# block 1

### Wiring by layer, block 1

The bar under the picture is 50 um long.
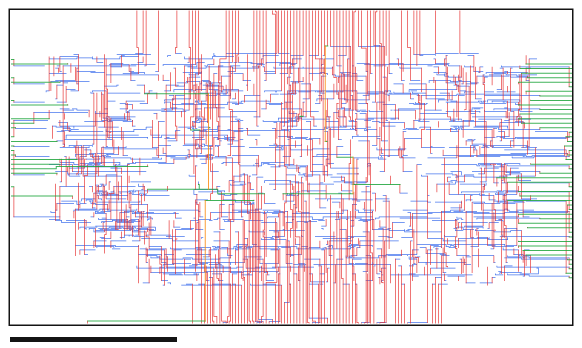
[config.mk]
export PLATFORM = sky130hd
export DESIGN_NAME = writeback_unit
export DESIGN_NICKNAME = d
export VERILOG_FILES = /design/src/rtl/writeback_unit.sv
export SDC_FILE = /design/constraint.sdc
export NUM_CORES = 1
export LEC_CHECK = 0
export ABC_AREA = 0
export CORE_ASPECT_RATIO = 0.5
export CORE_MARGIN = 10
export CORE_UTILIZATION = 43
export DETAILED_ROUTE_END_ITERATION = 12
export HOLD_SLACK_MARGIN = 0.12
export PLACE_DENSITY_LB_ADDON = 0.25
export SLEW_MARGIN = 30
export SYNTH_ARGS = -nofsm -noshare
export SYNTH_HDL_FRONTEND = slang
export SYNTH_SLANG_ARGS = --single-unit
export TNS_END_PERCENT = 10
[constraint.sdc]
create_clock -name clk -period 4.07 [get_ports clk]
set_input_delay 0.6105 -clock clk [delete_from_list [all_inputs] [get_ports clk]]
set_output_delay 0.6105 -clock clk [all_outputs]
set_load 0.1 [all_outputs]
[src/rtl/writeback_unit.sv]
// Final pipeline stage: retires execute results and merges returning load data into GPR/FPR/CR write ports.
// Optional macro WB_FORWARD_EN adds combinational forwarding outputs derived from the registered write ports.
module writeback_unit #(
    parameter int LOAD_TIMEOUT = 255
) (
    input  logic        clk,
    input  logic        rst,
    input  logic        writeback_en,
    input  logic [31:0] dout,
    input  logic [31:0] f_dout,
    input  logic [3:0]  cr_wdata,
    input  logic [2:0]  wb_sel,
    input  logic [4:0]  wb_rd,
    input  logic [2:0]  cr_field,
    input  logic        mem_rvalid,
    input  logic [31:0] mem_rdata,
    output logic        gpr_we,
    output logic [4:0]  gpr_waddr,
    output logic [31:0] gpr_wdata,
    output logic        fpr_we,
    output logic [4:0]  fpr_waddr,
    output logic [31:0] fpr_wdata,
    output logic        cr_we,
    output logic [2:0]  cr_wfield,
    output logic [3:0]  cr_wval,
    output logic        wb_busy,
    output logic        wb_done,
    output logic        load_timeout,
    output logic        wb_overrun
`ifdef WB_FORWARD_EN
    ,
    output logic        fwd_valid,
    output logic        fwd_is_fpr,
    output logic [4:0]  fwd_rd,
    output logic [31:0] fwd_data
`endif
);

    localparam logic ST_IDLE     = 1'b0;
    localparam logic ST_WAIT_MEM = 1'b1;

    localparam logic [2:0] SEL_GPR     = 3'd1;
    localparam logic [2:0] SEL_FPR     = 3'd2;
    localparam logic [2:0] SEL_CR      = 3'd3;
    localparam logic [2:0] SEL_LD_GPR  = 3'd4;
    localparam logic [2:0] SEL_LD_FPR  = 3'd5;

    // Timeout fires on the WAIT_MEM cycle whose increment would reach LOAD_TIMEOUT.
    localparam logic [7:0] TIMEOUT_LAST = 8'(LOAD_TIMEOUT - 1);

    logic       state;
    logic [7:0] wait_cnt;
    logic [4:0] ld_rd;
    logic [2:0] ld_sel;

    always_ff @(posedge clk or posedge rst) begin
        if (rst) begin
            state        <= ST_IDLE;
            wait_cnt     <= '0;
            ld_rd        <= '0;
            ld_sel       <= '0;
            gpr_we       <= 1'b0;
            gpr_waddr    <= '0;
            gpr_wdata    <= '0;
            fpr_we       <= 1'b0;
            fpr_waddr    <= '0;
            fpr_wdata    <= '0;
            cr_we        <= 1'b0;
            cr_wfield    <= '0;
            cr_wval      <= '0;
            wb_busy      <= 1'b0;
            wb_done      <= 1'b0;
            load_timeout <= 1'b0;
            wb_overrun   <= 1'b0;
        end else begin
            gpr_we  <= 1'b0;
            fpr_we  <= 1'b0;
            cr_we   <= 1'b0;
            wb_done <= 1'b0;

            if (state == ST_IDLE) begin
                if (writeback_en) begin
                    case (wb_sel)
                        SEL_GPR: begin
                            gpr_we    <= 1'b1;
                            gpr_waddr <= wb_rd;
                            gpr_wdata <= dout;
                            wb_done   <= 1'b1;
                        end
                        SEL_FPR: begin
                            fpr_we    <= 1'b1;
                            fpr_waddr <= wb_rd;
                            fpr_wdata <= f_dout;
                            wb_done   <= 1'b1;
                        end
                        SEL_CR: begin
                            cr_we     <= 1'b1;
                            cr_wfield <= cr_field;
                            cr_wval   <= cr_wdata;
                            wb_done   <= 1'b1;
                        end
                        SEL_LD_GPR, SEL_LD_FPR: begin
                            state    <= ST_WAIT_MEM;
                            wb_busy  <= 1'b1;
                            wait_cnt <= '0;
                            ld_rd    <= wb_rd;
                            ld_sel   <= wb_sel;
                        end
                        default: begin
                            wb_done <= 1'b1;
                        end
                    endcase
                end
            end else begin
                if (writeback_en) begin
                    wb_overrun <= 1'b1;
                end
                // Returning data takes priority over an expiring timeout.
                if (mem_rvalid) begin
                    if (ld_sel == SEL_LD_FPR) begin
                        fpr_we    <= 1'b1;
                        fpr_waddr <= ld_rd;
                        fpr_wdata <= mem_rdata;
                    end else begin
                        gpr_we    <= 1'b1;
                        gpr_waddr <= ld_rd;
                        gpr_wdata <= mem_rdata;
                    end
                    wb_done  <= 1'b1;
                    wb_busy  <= 1'b0;
                    state    <= ST_IDLE;
                    wait_cnt <= '0;
                end else if (wait_cnt == TIMEOUT_LAST) begin
                    load_timeout <= 1'b1;
                    wb_done      <= 1'b1;
                    wb_busy      <= 1'b0;
                    state        <= ST_IDLE;
                    wait_cnt     <= '0;
                end else begin
                    wait_cnt <= wait_cnt + 8'd1;
                end
            end
        end
    end

`ifdef WB_FORWARD_EN
    always_comb begin
        fwd_valid  = gpr_we | fpr_we;
        fwd_is_fpr = fpr_we;
        fwd_rd     = fpr_we ? fpr_waddr : gpr_waddr;
        fwd_data   = fpr_we ? fpr_wdata : gpr_wdata;
    end
`endif

endmodule

==> metrics.cfg <==
[timing]
whs_ns = 0.460
worst_slew_pin_slew_ns = 1.03
layout_setup_ws_ns = 1.58
finalClockPeriodUsage_pct = 61.1
max_freq_ghz = 0.402
grt_setup_unrepaired = false
fin_crit_ns = 2.49
final.setup.tns_ns = 0

[routing]
routed_via_density = 4.84
drt_pass1_iterations = 4
wl_met1_mm = 5.25

[die]
rows = 26
die_h_um = 94.0
chipArea_um2 = 15800
ios = 203

[power]
ir_drop_uv = 337
comb_power_share_pct = 56.9
p_clk_w = 0.000936
power.total_w = 0.00564
power.switching_w = 0.00302
p_per_area_nw_per_um2 = 787

[synth]
yosysUniqueCellTypes = 35
synth_flops = 105
yosysSeqAreaShare_pct = 55.7
synthTopCellsByCount = dfrtp_1 (105), mux2i_1 (69), nor2_1 (51)
synth_area_um2 = 4710
synthTopCellsByArea = dfrtp_1 (56%), mux2i_1 (15%), o21ai_0 (4.1%)
edf_count = 0
synth_xor_xnor_area_share_pct = 0.929
synth-main-ff-cell = dfrtp_1

[run]
log.warning_count = 27

[worst_setup_path]
cp.depth = 1
slowest_stage = clkdlybuf4s50_1
crit-reg2reg-launch = state
ff2ff_setup_slack_ns = 1.76
cp_cell_sequence = clkdlybuf4s50_1
reg2reg_to = fpr_wdata[28]
worstPathRequired_ns = 3.46
r2r_cells = 5
startpoint_type = flip-flop

[place]
place_area_um2 = 6820
port-buffer-count = 202

[cells_and_area]
finalNetCount = 731
lay_top_cells = clkdlybuf4s50_1 (202), dfrtp_1 (104), mux2i_1 (69)
antennaDiodeCount = 0
fill_cells = 818
synthToLayoutAreaGrowth_pct = 52.0

[clock_tree]
cts_tree = built
htreeDepth = 3
cts_buffers = 9
clock_latency_ns = 0.34
ctsHoldBuffers = 0
cts.sink_count = 105

[global_routing]
grt_pass1_wl_mm = 20.7
use_met2_pct = 29.7
grt_pass1_vias = 3706
met3_usage_pct = 5.30
antenna_found_initial = 0
grt_max_degree = 76

[worst_hold_path]
hold_class = flip-flop to flip-flop

[outcome]
status = finished, final reports clean

## Picture notes: 'Wiring by layer' of block 1
[orange] M4 | wire length: 104 um
[red] M2 | wire length: 6920 um
[blue] M1 | wire length: 5250 um
[green] M3 | wire length: 781 um
Routed WL: 13.1 mm
detailed-route via count: 3673
drt wl/cell: 17.2 um
Total GRT Usage: 16.2%

[sequential cells by signal (all words and copies together) (netlist names), 3 cells and up]
| register | cells |
|---|---|
| cr_wval | 4 |
| ld_rd | 5 |
| gpr_wdata | 32 |
| ld_sel | 3 |
| fpr_waddr | 5 |
| gpr_waddr | 5 |
| cr_wfield | 3 |
| fpr_wdata | 32 |
| wait_cnt | 8 |
[area by class of cell]
type	instances	area, um^2	share of cell area (%)
inverters	4	17.5	0.245
repair buffers	207	2090	29.2
multi-input cells	287	1920	26.8
flip-flops and latches	105	2630	36.7
clock buffers	9	225	3.14
clock inverters	7	98.8	1.38
well taps	140	175	2.45

# block 2

### Port wiring, block 2

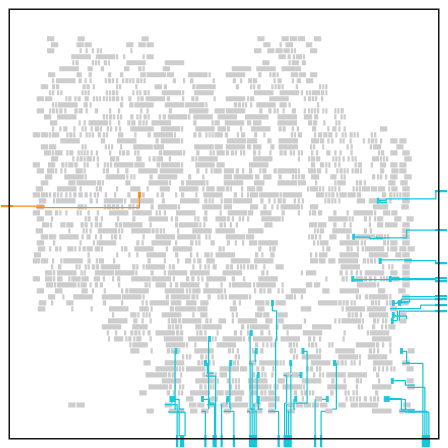
### Clock distribution, block 2

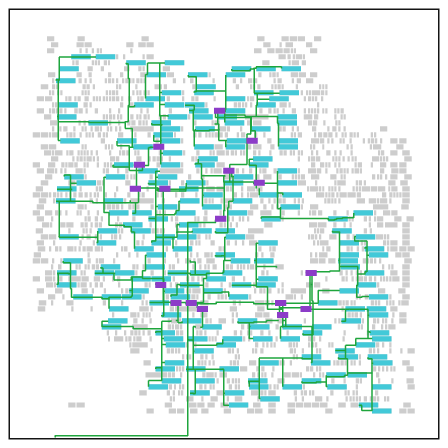
### src/rtl/fetch_queue_unit_pkg.sv
// Shared types and constants for the instruction-fetch stage and its decode neighbour.
package fetch_queue_unit_pkg;

    localparam logic [31:0] RESET_PC_DEFAULT = 32'd0;

    // Decode uses these to recognise redirecting instructions
    localparam logic [5:0] OP_J   = 6'd2;
    localparam logic [5:0] OP_JAL = 6'd3;
    localparam logic [5:0] FN_JR  = 6'd8;

    typedef struct packed {
        logic [31:0] inst;
        logic [31:0] pc;
    } queue_entry_t;

    typedef enum logic [1:0] {
        ST_RUN   = 2'd0,
        ST_FULL  = 2'd1,
        ST_FLUSH = 2'd2
    } fetch_state_t;

endpackage

### src/rtl/fetch_queue_unit_if.sv
// Instruction-memory, redirect and decode handshake signals of the fetch stage.
interface fetch_queue_unit_if;
    logic        imem_req;
    logic [31:0] imem_addr;
    logic [31:0] imem_rdata;
    logic        redirect_valid;
    logic [31:0] redirect_target;
    logic        inst_valid;
    logic [31:0] inst;
    logic [31:0] inst_pc;
    logic [31:0] inst_link;
    logic        inst_ready;

    modport master (
        output imem_req, imem_addr, inst_valid, inst, inst_pc, inst_link,
        input  imem_rdata, redirect_valid, redirect_target, inst_ready
    );

    modport slave (
        input  imem_req, imem_addr, inst_valid, inst, inst_pc, inst_link,
        output imem_rdata, redirect_valid, redirect_target, inst_ready
    );
endinterface

### src/rtl/fetch_queue_unit_fifo.sv
// Circular instruction queue with push/pop/clear; head entry is visible combinationally.
module fetch_fifo
    import fetch_queue_unit_pkg::*;
#(
    parameter int DEPTH = 2
) (
    input  logic                    clock,
    input  logic                    reset,
    input  logic                    clear,
    input  logic                    push,
    input  queue_entry_t            push_data,
    input  logic                    pop,
    output queue_entry_t            head,
    output logic [$clog2(DEPTH):0]  count
);
    localparam int AW = $clog2(DEPTH);
    localparam int CW = AW + 1;

    logic [AW-1:0] wptr_reg;
    logic [AW-1:0] rptr_reg;
    logic [CW-1:0] count_reg;
    queue_entry_t  entries [DEPTH];

    // Storage is reset so the head reads as zero straight out of reset
    generate
        for (genvar gi = 0; gi < DEPTH; gi++) begin : g_entry
            queue_entry_t entry_reg;
            always_ff @(posedge clock or posedge reset) begin
                if (reset)
                    entry_reg <= '0;
                else if (push && !clear && wptr_reg == AW'(gi))
                    entry_reg <= push_data;
            end
            assign entries[gi] = entry_reg;
        end
    endgenerate

    always_ff @(posedge clock or posedge reset) begin
        if (reset) begin
            wptr_reg  <= '0;
            rptr_reg  <= '0;
            count_reg <= '0;
        end else if (clear) begin
            wptr_reg  <= '0;
            rptr_reg  <= '0;
            count_reg <= '0;
        end else begin
            if (push)
                wptr_reg <= wptr_reg + AW'(1);
            if (pop)
                rptr_reg <= rptr_reg + AW'(1);
            count_reg <= count_reg + CW'(push) - CW'(pop);
        end
    end

    assign head  = entries[rptr_reg];
    assign count = count_reg;

endmodule

### src/rtl/fetch_queue_unit.sv
// Fetch stage: owns the word PC, issues credit-limited imem reads and queues results for decode.
module fetch_queue_unit
    import fetch_queue_unit_pkg::*;
#(
    parameter int          DEPTH    = 2,
    parameter logic [31:0] RESET_PC = RESET_PC_DEFAULT
) (
    input  logic                clock,
    input  logic                reset,
    fetch_queue_unit_if.master  bus
);
    localparam int             CW      = $clog2(DEPTH) + 1;
    localparam logic [CW:0]    DEPTH_C = (CW + 1)'(DEPTH);

    logic [31:0]   fetch_pc_reg;
    logic [31:0]   pc_q_reg;
    logic          inflight_reg;
    logic          kill_reg;
    fetch_state_t  state_reg;
    fetch_state_t  state_next;

    logic          push;
    logic          pop;
    logic          issue;
    logic [CW-1:0] count;
    logic [CW:0]   credit_used;
    logic [CW:0]   count_next;
    queue_entry_t  head;
    queue_entry_t  push_data;

    assign pop       = bus.inst_valid && bus.inst_ready;
    // A redirect also drops the response arriving in its own cycle
    assign push      = inflight_reg && !kill_reg && !bus.redirect_valid;
    assign push_data = '{inst: bus.imem_rdata, pc: pc_q_reg};

    // The in-flight read already owns a slot; a same-cycle dequeue frees one
    assign credit_used = {1'b0, count} - {{CW{1'b0}}, pop} + {{CW{1'b0}}, inflight_reg};
    assign issue       = !reset && !bus.redirect_valid && (credit_used < DEPTH_C);
    assign count_next  = {1'b0, count} + {{CW{1'b0}}, push} - {{CW{1'b0}}, pop};

    fetch_fifo #(.DEPTH(DEPTH)) u_fifo (
        .clock     (clock),
        .reset     (reset),
        .clear     (bus.redirect_valid),
        .push      (push),
        .push_data (push_data),
        .pop       (pop),
        .head      (head),
        .count     (count)
    );

    always_comb begin
        state_next = state_reg;
        if (bus.redirect_valid) begin
            state_next = ST_FLUSH;
        end else begin
            case (state_reg)
                ST_RUN:   if (count_next == DEPTH_C) state_next = ST_FULL;
                ST_FULL:  if (pop) state_next = ST_RUN;
                ST_FLUSH: state_next = ST_RUN;
                default:  state_next = ST_RUN;
            endcase
        end
    end

    always_ff @(posedge clock or posedge reset) begin
        if (reset) begin
            fetch_pc_reg <= RESET_PC;
            pc_q_reg     <= '0;
            inflight_reg <= 1'b0;
            kill_reg     <= 1'b0;
            state_reg    <= ST_RUN;
        end else begin
            state_reg <= state_next;
            if (bus.redirect_valid) begin
                fetch_pc_reg <= bus.redirect_target;
                inflight_reg <= 1'b0;
                kill_reg     <= inflight_reg;
            end else begin
                // kill lives for the single flush cycle only
                kill_reg     <= 1'b0;
                inflight_reg <= issue;
                if (issue) begin
                    pc_q_reg     <= fetch_pc_reg;
                    fetch_pc_reg <= fetch_pc_reg + 32'd1;
                end
            end
        end
    end

    assign bus.imem_req   = issue;
    assign bus.imem_addr  = fetch_pc_reg;
    assign bus.inst_valid = (count != '0) && (state_reg != ST_FLUSH);
    assign bus.inst       = head.inst;
    assign bus.inst_pc    = head.pc;
    assign bus.inst_link  = head.pc + 32'd1;

endmodule

### src/flat_wrapper.sv
// flat-port wrapper written by rule: the top's interface ports become plain ports
module fetch_queue_unit_flat import fetch_queue_unit_pkg::*;
#(
    parameter int          DEPTH    = 2,
    parameter logic [31:0] RESET_PC = RESET_PC_DEFAULT
)
  (clock, reset, bus_imem_req, bus_imem_addr, bus_inst_valid, bus_inst, bus_inst_pc, bus_inst_link, bus_imem_rdata, bus_redirect_valid, bus_redirect_target, bus_inst_ready);
  fetch_queue_unit_if bus_i ();
  input  logic clock;
  input  logic reset;
  output wire logic [$bits(bus_i.imem_req)-1:0] bus_imem_req;
  output wire logic [$bits(bus_i.imem_addr)-1:0] bus_imem_addr;
  output wire logic [$bits(bus_i.inst_valid)-1:0] bus_inst_valid;
  output wire logic [$bits(bus_i.inst)-1:0] bus_inst;
  output wire logic [$bits(bus_i.inst_pc)-1:0] bus_inst_pc;
  output wire logic [$bits(bus_i.inst_link)-1:0] bus_inst_link;
  input wire logic [$bits(bus_i.imem_rdata)-1:0] bus_imem_rdata;
  input wire logic [$bits(bus_i.redirect_valid)-1:0] bus_redirect_valid;
  input wire logic [$bits(bus_i.redirect_target)-1:0] bus_redirect_target;
  input wire logic [$bits(bus_i.inst_ready)-1:0] bus_inst_ready;
  assign bus_imem_req = bus_i.imem_req;
  assign bus_imem_addr = bus_i.imem_addr;
  assign bus_inst_valid = bus_i.inst_valid;
  assign bus_inst = bus_i.inst;
  assign bus_inst_pc = bus_i.inst_pc;
  assign bus_inst_link = bus_i.inst_link;
  assign bus_i.imem_rdata = bus_imem_rdata;
  assign bus_i.redirect_valid = bus_redirect_valid;
  assign bus_i.redirect_target = bus_redirect_target;
  assign bus_i.inst_ready = bus_inst_ready;
  fetch_queue_unit #(.DEPTH(DEPTH), .RESET_PC(RESET_PC)) u_core (.clock(clock), .reset(reset), .bus(bus_i));
endmodule
### config.mk
export PLATFORM = sky130hd
export DESIGN_NAME = fetch_queue_unit_flat
export DESIGN_NICKNAME = d
export VERILOG_FILES = /design/src/rtl/fetch_queue_unit_pkg.sv /design/src/rtl/fetch_queue_unit_if.sv /design/src/rtl/fetch_queue_unit_fifo.sv /design/src/rtl/fetch_queue_unit.sv /design/src/flat_wrapper.sv
export SDC_FILE = /design/constraint.sdc
export NUM_CORES = 1
export LEC_CHECK = 0
export ABC_AREA = 1
export CORE_MARGIN = 10
export CORE_UTILIZATION = 35
export CTS_BUF_LIST = sky130_fd_sc_hd__clkbuf_2 sky130_fd_sc_hd__clkbuf_4 sky130_fd_sc_hd__clkbuf_8
export DETAILED_ROUTE_END_ITERATION = 8
export GPL_ROUTABILITY_DRIVEN = 0
export GPL_TIMING_DRIVEN = 0
export PLACE_DENSITY = 0.59
export SLEW_MARGIN = 30
export SYNTH_ARGS = -nofsm -noshare
export SYNTH_HDL_FRONTEND = slang
export SYNTH_SLANG_ARGS = --single-unit
### constraint.sdc
create_clock -name clock -period 12.4 [get_ports clock]
set_clock_uncertainty 0.15 [all_clocks]
set_input_delay 1.24 -clock clock [delete_from_list [all_inputs] [get_ports clock]]
set_output_delay 1.24 -clock clock [all_outputs]
set_load 0.01 [all_outputs]
==> metrics.cfg <==
[outcome]
status = finished, final reports clean

[worst_setup_path]
path_class = input port to primary output
reg2reg_to = u_core.bus.imem_addr[14]
worstPathRequired_ns = 11.01
crit_start = bus_inst_ready
cp.depth = 13
crit_buf_inv = 6
slowest_stage = clkdlybuf4s50_1
startpoint_type = input port
crit_path_end = bus_imem_req

[power]
p_comb_w = 0.00131
top_power_group = combinational logic
pwr-share-clk_pct = 16.4
p_leak_nw = 6.50
comb_power_share_pct = 45.7

[clock_tree]
post_cts_resized = 0
cts_buffer_depth = 2
htreeDepth = 4
cts_buffers = 17
cts_tree = built
cts.sink_count = 200
cts_setup_buffers = 0
clock_latency_ns = 0.46

[routing]
routed_via_density = 4.77
drtIter0Drc = 718
wl_met1_mm = 15.6
drc = 0
drt_pass1_iterations = 5
via_count = 9571
wl_met2_mm = 15.5

[global_routing]
grt_pass1_vias = 9235
use_met2_pct = 27.8
grt_max_degree = 88
overflow = 0
grtUsageMet1_pct = 23.8

[synth]
synthAoiAreaFrac_pct = 9.81
yosysUniqueCellTypes = 36
edf_count = 0
ys_cells = 1388
ys_sh_simple_pct = 32.0

[place]
hpwlAfterDp_mm = 25.7
place_area_um2 = 13100

[timing]
finalClockPeriodUsage_pct = 47.2
final.setup.tns_ns = 0
whs_ns = 0.324
fin_crit_ns = 5.85
hold_violations = 0

[cells_and_area]
lay_top_cells = nand2_1 (490), dfrtp_1 (200), clkdlybuf4s50_1 (197)
drive_gt1_share_pct = 8.78
clock_buffers = 17
logic_gates = 976
buffers = 258
logic_area_um2 = 4710
comb_share_pct = 34.8
final_area_um2 = 13600
synthToLayoutAreaGrowth_pct = 28.0
lay_top_count = nand2_1
antennaDiodeCount = 0

[die]
nWellTaps = 390

About 'Port wiring' of block 2:
[cyan] `bus_imem_rdata` | bits: 32 | direction: input | edge: 23 south, 9 east | end cells: 32 | buffers: 32 | wire: 1110 um
[orange] `bus_imem_req` | bits: 1 | direction: output | edge: west | end cells: 1 | buffers: 1 | wire: 68.3 um

About 'Clock distribution' of block 2:
[purple] clock-net drivers | count: 17
[cyan] flip-flops | count: 200
[green] clock wires | length: 2420 um
routed clock nets: 18

-- synth_stat cells (6+ instances only) --
library cell,number
nand2_2,36
nand4_1,14
o21ai_1,13
nand2_4,25
nand3_1,52
clkbuf_1,37
dfrtp_1,200
nor2_4,12
o21ai_0,154
nor3_1,8
buf_1,8
a21oi_1,25
nand2_1,490
nand3b_1,7
buf_2,6
inv_1,151
xor2_1,14
nor2_2,13
nor2_1,84

# block 3

### Wiring by layer, block 3

The bar under the picture is 20 um long.
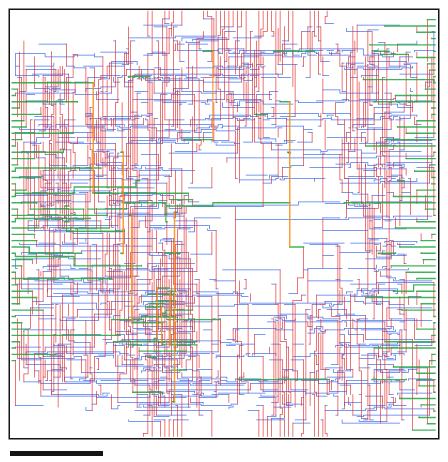
### Clock distribution, block 3

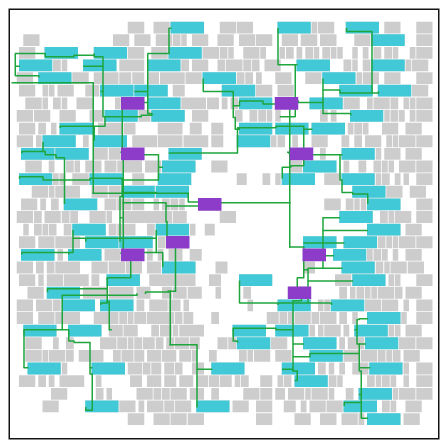
[src/rtl/decode.sv]
// RV32I decode stage: pops one {pc, insn} entry per cycle from the instruction FIFO
// and presents a registered decode packet to dispatch with a valid/stall handshake.
module decode #(
  parameter int ADDR_WIDTH = 32,
  parameter int DATA_WIDTH = 32
) (
  input  logic                             clk,
  input  logic                             n_rst,
  input  logic                             i_flush,
  input  logic [ADDR_WIDTH+DATA_WIDTH-1:0] i_insn_fifo_data,
  input  logic                             i_insn_fifo_empty,
  output logic                             o_insn_fifo_rd_en,
  input  logic                             i_stall,
  output logic                             o_valid,
  output logic [ADDR_WIDTH-1:0]            o_pc,
  output logic [3:0]                       o_class,
  output logic [2:0]                       o_funct3,
  output logic                             o_funct7b5,
  output logic [4:0]                       o_rdest,
  output logic [4:0]                       o_rsrc1,
  output logic [4:0]                       o_rsrc2,
  output logic                             o_rdest_en,
  output logic                             o_rsrc1_en,
  output logic                             o_rsrc2_en,
  output logic [DATA_WIDTH-1:0]            o_imm
);

  typedef enum logic [3:0] {
    CLASS_LUI     = 4'd0,
    CLASS_AUIPC   = 4'd1,
    CLASS_JAL     = 4'd2,
    CLASS_JALR    = 4'd3,
    CLASS_BRANCH  = 4'd4,
    CLASS_LOAD    = 4'd5,
    CLASS_STORE   = 4'd6,
    CLASS_OPIMM   = 4'd7,
    CLASS_OP      = 4'd8,
    CLASS_ILLEGAL = 4'd15
  } insnClass_e;

  logic [ADDR_WIDTH-1:0] w_pc;
  logic [31:0]           w_insn;
  logic [6:0]            w_opcode;
  logic                  w_load;
  logic                  w_pop;
  insnClass_e            w_class;
  logic [DATA_WIDTH-1:0] w_imm;
  logic                  w_rdestUse;
  logic                  w_rdestEn;
  logic                  w_rsrc1En;
  logic                  w_rsrc2En;

  logic                  r_valid;
  logic [ADDR_WIDTH-1:0] r_pc;
  logic [3:0]            r_class;
  logic [2:0]            r_funct3;
  logic                  r_funct7b5;
  logic [4:0]            r_rdest;
  logic [4:0]            r_rsrc1;
  logic [4:0]            r_rsrc2;
  logic                  r_rdestEn;
  logic                  r_rsrc1En;
  logic                  r_rsrc2En;
  logic [DATA_WIDTH-1:0] r_imm;

  assign w_pc     = i_insn_fifo_data[ADDR_WIDTH+DATA_WIDTH-1:DATA_WIDTH];
  assign w_insn   = i_insn_fifo_data[31:0];
  assign w_opcode = w_insn[6:0];

  // The pop is gated by reset too, so nothing is consumed while the stage is held in reset.
  assign w_load = ~r_valid | ~i_stall;
  assign w_pop  = n_rst & ~i_insn_fifo_empty & ~i_flush & w_load;
  assign o_insn_fifo_rd_en = w_pop;

  always_comb begin
    w_class    = CLASS_ILLEGAL;
    w_imm      = '0;
    w_rdestUse = 1'b0;
    w_rsrc1En  = 1'b0;
    w_rsrc2En  = 1'b0;
    case (w_opcode)
      7'b0110111: begin
        w_class    = CLASS_LUI;
        w_imm      = DATA_WIDTH'($signed({w_insn[31:12], 12'b0}));
        w_rdestUse = 1'b1;
      end
      7'b0010111: begin
        w_class    = CLASS_AUIPC;
        w_imm      = DATA_WIDTH'($signed({w_insn[31:12], 12'b0}));
        w_rdestUse = 1'b1;
      end
      7'b1101111: begin
        w_class    = CLASS_JAL;
        w_imm      = DATA_WIDTH'($signed({w_insn[31], w_insn[19:12], w_insn[20], w_insn[30:21], 1'b0}));
        w_rdestUse = 1'b1;
      end
      7'b1100111: begin
        w_class    = CLASS_JALR;
        w_imm      = DATA_WIDTH'($signed(w_insn[31:20]));
        w_rdestUse = 1'b1;
        w_rsrc1En  = 1'b1;
      end
      7'b1100011: begin
        w_class   = CLASS_BRANCH;
        w_imm     = DATA_WIDTH'($signed({w_insn[31], w_insn[7], w_insn[30:25], w_insn[11:8], 1'b0}));
        w_rsrc1En = 1'b1;
        w_rsrc2En = 1'b1;
      end
      7'b0000011: begin
        w_class    = CLASS_LOAD;
        w_imm      = DATA_WIDTH'($signed(w_insn[31:20]));
        w_rdestUse = 1'b1;
        w_rsrc1En  = 1'b1;
      end
      7'b0100011: begin
        w_class   = CLASS_STORE;
        w_imm     = DATA_WIDTH'($signed({w_insn[31:25], w_insn[11:7]}));
        w_rsrc1En = 1'b1;
        w_rsrc2En = 1'b1;
      end
      7'b0010011: begin
        w_class    = CLASS_OPIMM;
        w_imm      = DATA_WIDTH'($signed(w_insn[31:20]));
        w_rdestUse = 1'b1;
        w_rsrc1En  = 1'b1;
      end
      7'b0110011: begin
        w_class    = CLASS_OP;
        w_rdestUse = 1'b1;
        w_rsrc1En  = 1'b1;
        w_rsrc2En  = 1'b1;
      end
      default: begin
        w_class = CLASS_ILLEGAL;
      end
    endcase
  end

  // Writes to x0 are architecturally discarded, so rename should not allocate for them.
  assign w_rdestEn = w_rdestUse & (|w_insn[11:7]);

  always_ff @(posedge clk) begin
    if (!n_rst) begin
      r_valid    <= 1'b0;
      r_pc       <= '0;
      r_class    <= '0;
      r_funct3   <= '0;
      r_funct7b5 <= 1'b0;
      r_rdest    <= '0;
      r_rsrc1    <= '0;
      r_rsrc2    <= '0;
      r_rdestEn  <= 1'b0;
      r_rsrc1En  <= 1'b0;
      r_rsrc2En  <= 1'b0;
      r_imm      <= '0;
    end else if (w_pop) begin
      r_valid    <= 1'b1;
      r_pc       <= w_pc;
      r_class    <= w_class;
      r_funct3   <= w_insn[14:12];
      r_funct7b5 <= w_insn[30];
      r_rdest    <= w_insn[11:7];
      r_rsrc1    <= w_insn[19:15];
      r_rsrc2    <= w_insn[24:20];
      r_rdestEn  <= w_rdestEn;
      r_rsrc1En  <= w_rsrc1En;
      r_rsrc2En  <= w_rsrc2En;
      r_imm      <= w_imm;
    end else if (w_load || i_flush) begin
      r_valid <= 1'b0;
    end
  end

  assign o_valid    = r_valid;
  assign o_pc       = r_pc;
  assign o_class    = r_class;
  assign o_funct3   = r_funct3;
  assign o_funct7b5 = r_funct7b5;
  assign o_rdest    = r_rdest;
  assign o_rsrc1    = r_rsrc1;
  assign o_rsrc2    = r_rsrc2;
  assign o_rdest_en = r_rdestEn;
  assign o_rsrc1_en = r_rsrc1En;
  assign o_rsrc2_en = r_rsrc2En;
  assign o_imm      = r_imm;

endmodule

[config.mk]
export PLATFORM = sky130hd
export DESIGN_NAME = decode
export DESIGN_NICKNAME = d
export VERILOG_FILES = /design/src/rtl/decode.sv
export SDC_FILE = /design/constraint.sdc
export NUM_CORES = 1
export LEC_CHECK = 0
export CAP_MARGIN = 0
export CORE_UTILIZATION = 45
export DETAILED_ROUTE_END_ITERATION = 8
export GPL_ROUTABILITY_DRIVEN = 0
export GPL_TIMING_DRIVEN = 1
export PLACE_DENSITY = 0.95
export SLEW_MARGIN = 20
export SYNTH_ARGS = -nofsm -noshare
export SYNTH_HDL_FRONTEND = slang
export SYNTH_SLANG_ARGS = --single-unit
[constraint.sdc]
create_clock -name clk -period 3.3 [get_ports clk]
set_input_delay 0.99 -clock clk [delete_from_list [all_inputs] [get_ports clk]]
set_output_delay 0.99 -clock clk [all_outputs]
set_load 0.03 [all_outputs]
==> metrics.cfg <==
[cells_and_area]
final_util_pct = 70.9
synthToLayoutAreaGrowth_pct = 51.2
buffers = 174
logic_area_um2 = 1670
drive_gt1_share_pct = 10.5
buf_share_pct = 30.8
clkCellAreaFrac_pct = 3.50

[power]
p_leak_nw = 1.83
p_per_area_nw_per_um2 = 398

[worst_hold_path]
min_from = o_funct7b5
holdPathEnd = o_funct7b5

[synth]
yosysChipArea_um2 = 3660
top_area_cell = dfxtp_1
synthAoiAreaFrac_pct = 27.6
adder_share_pct = 0
ys_cells = 413

[routing]
ant_nets = 0
dr.max_layer_used = met4

[global_routing]
top_usage_layer = met2

[worst_setup_path]
cp_cell_sequence = clkdlybuf4s50_1 > nor3b_1 > nand2_2 > inv_2 > buf_4
r2r_cells = 6
crit_path_end = o_insn_fifo_rd_en
reg2reg_to = o_imm[29]
crit-reg2reg-launch = o_valid

[die]
chipArea_um2 = 8500
ios = 161

[clock_tree]
cts_tree = built

[timing]
whs_ns = 0.457
fin_crit_ns = 3.11

[outcome]
status = finished, final reports clean

## Picture notes: 'Wiring by layer' of block 3
[green] M3 | wire length: 965 um
[orange] M4 | wire length: 190 um
[blue] M1 | wire length: 4770 um
[red] M2 | wire length: 5460 um
Routed WL: 11.4 mm
drt wl/cell: 16.9 um
Total GRT Usage: 27.4%
detailed-route via count: 3674

## Picture notes: 'Clock distribution' of block 3
[purple] clock-net drivers | count: 9
[cyan] flip-flops | count: 91
[green] clock wires | length: 966 um
routed clock nets: 10
flops lie: widely spread

## worst reg2reg max path: cells and delay by family, from the launching register on
kind            cells  cell delay [ns]
compound gates      2             0.73
simple gates        2             0.16
buf+inv             2             0.64
flops               1             0.33
## power breakdown
group          internal, W  total, W  switching [W]
clock             0.000355  0.000741       0.000386
sequential         0.00112   0.00113      0.0000126
combinational     0.000152  0.000330       0.000178


==> layout pictures side by side <==
Ports around the boundary.
Pins as bars across the die edge, other pins in gray.
panel A
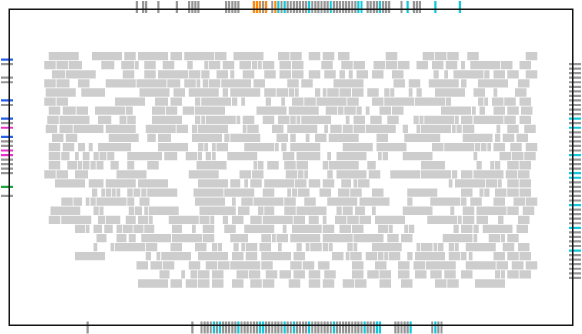
panel B
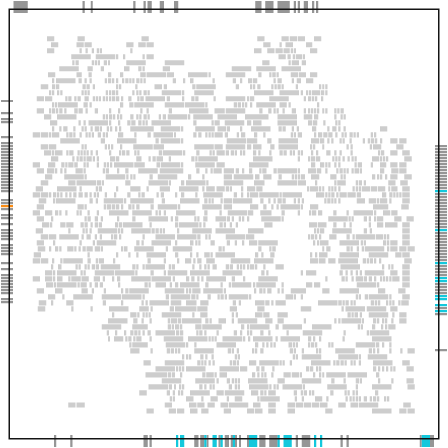
panel C
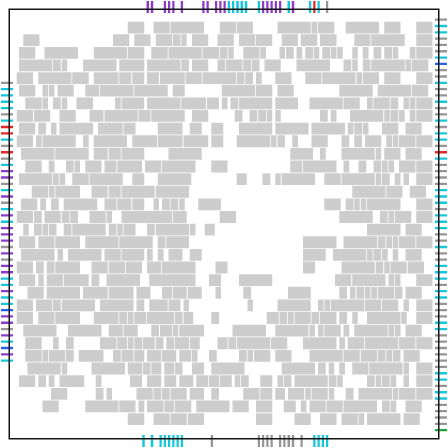
Panel A comes from block 1.
Panel B comes from block 2.
Panel C comes from block 3.
The one with the fewest pins is panel C.

No activity file was given, so power comes from the tool's default toggle rates.
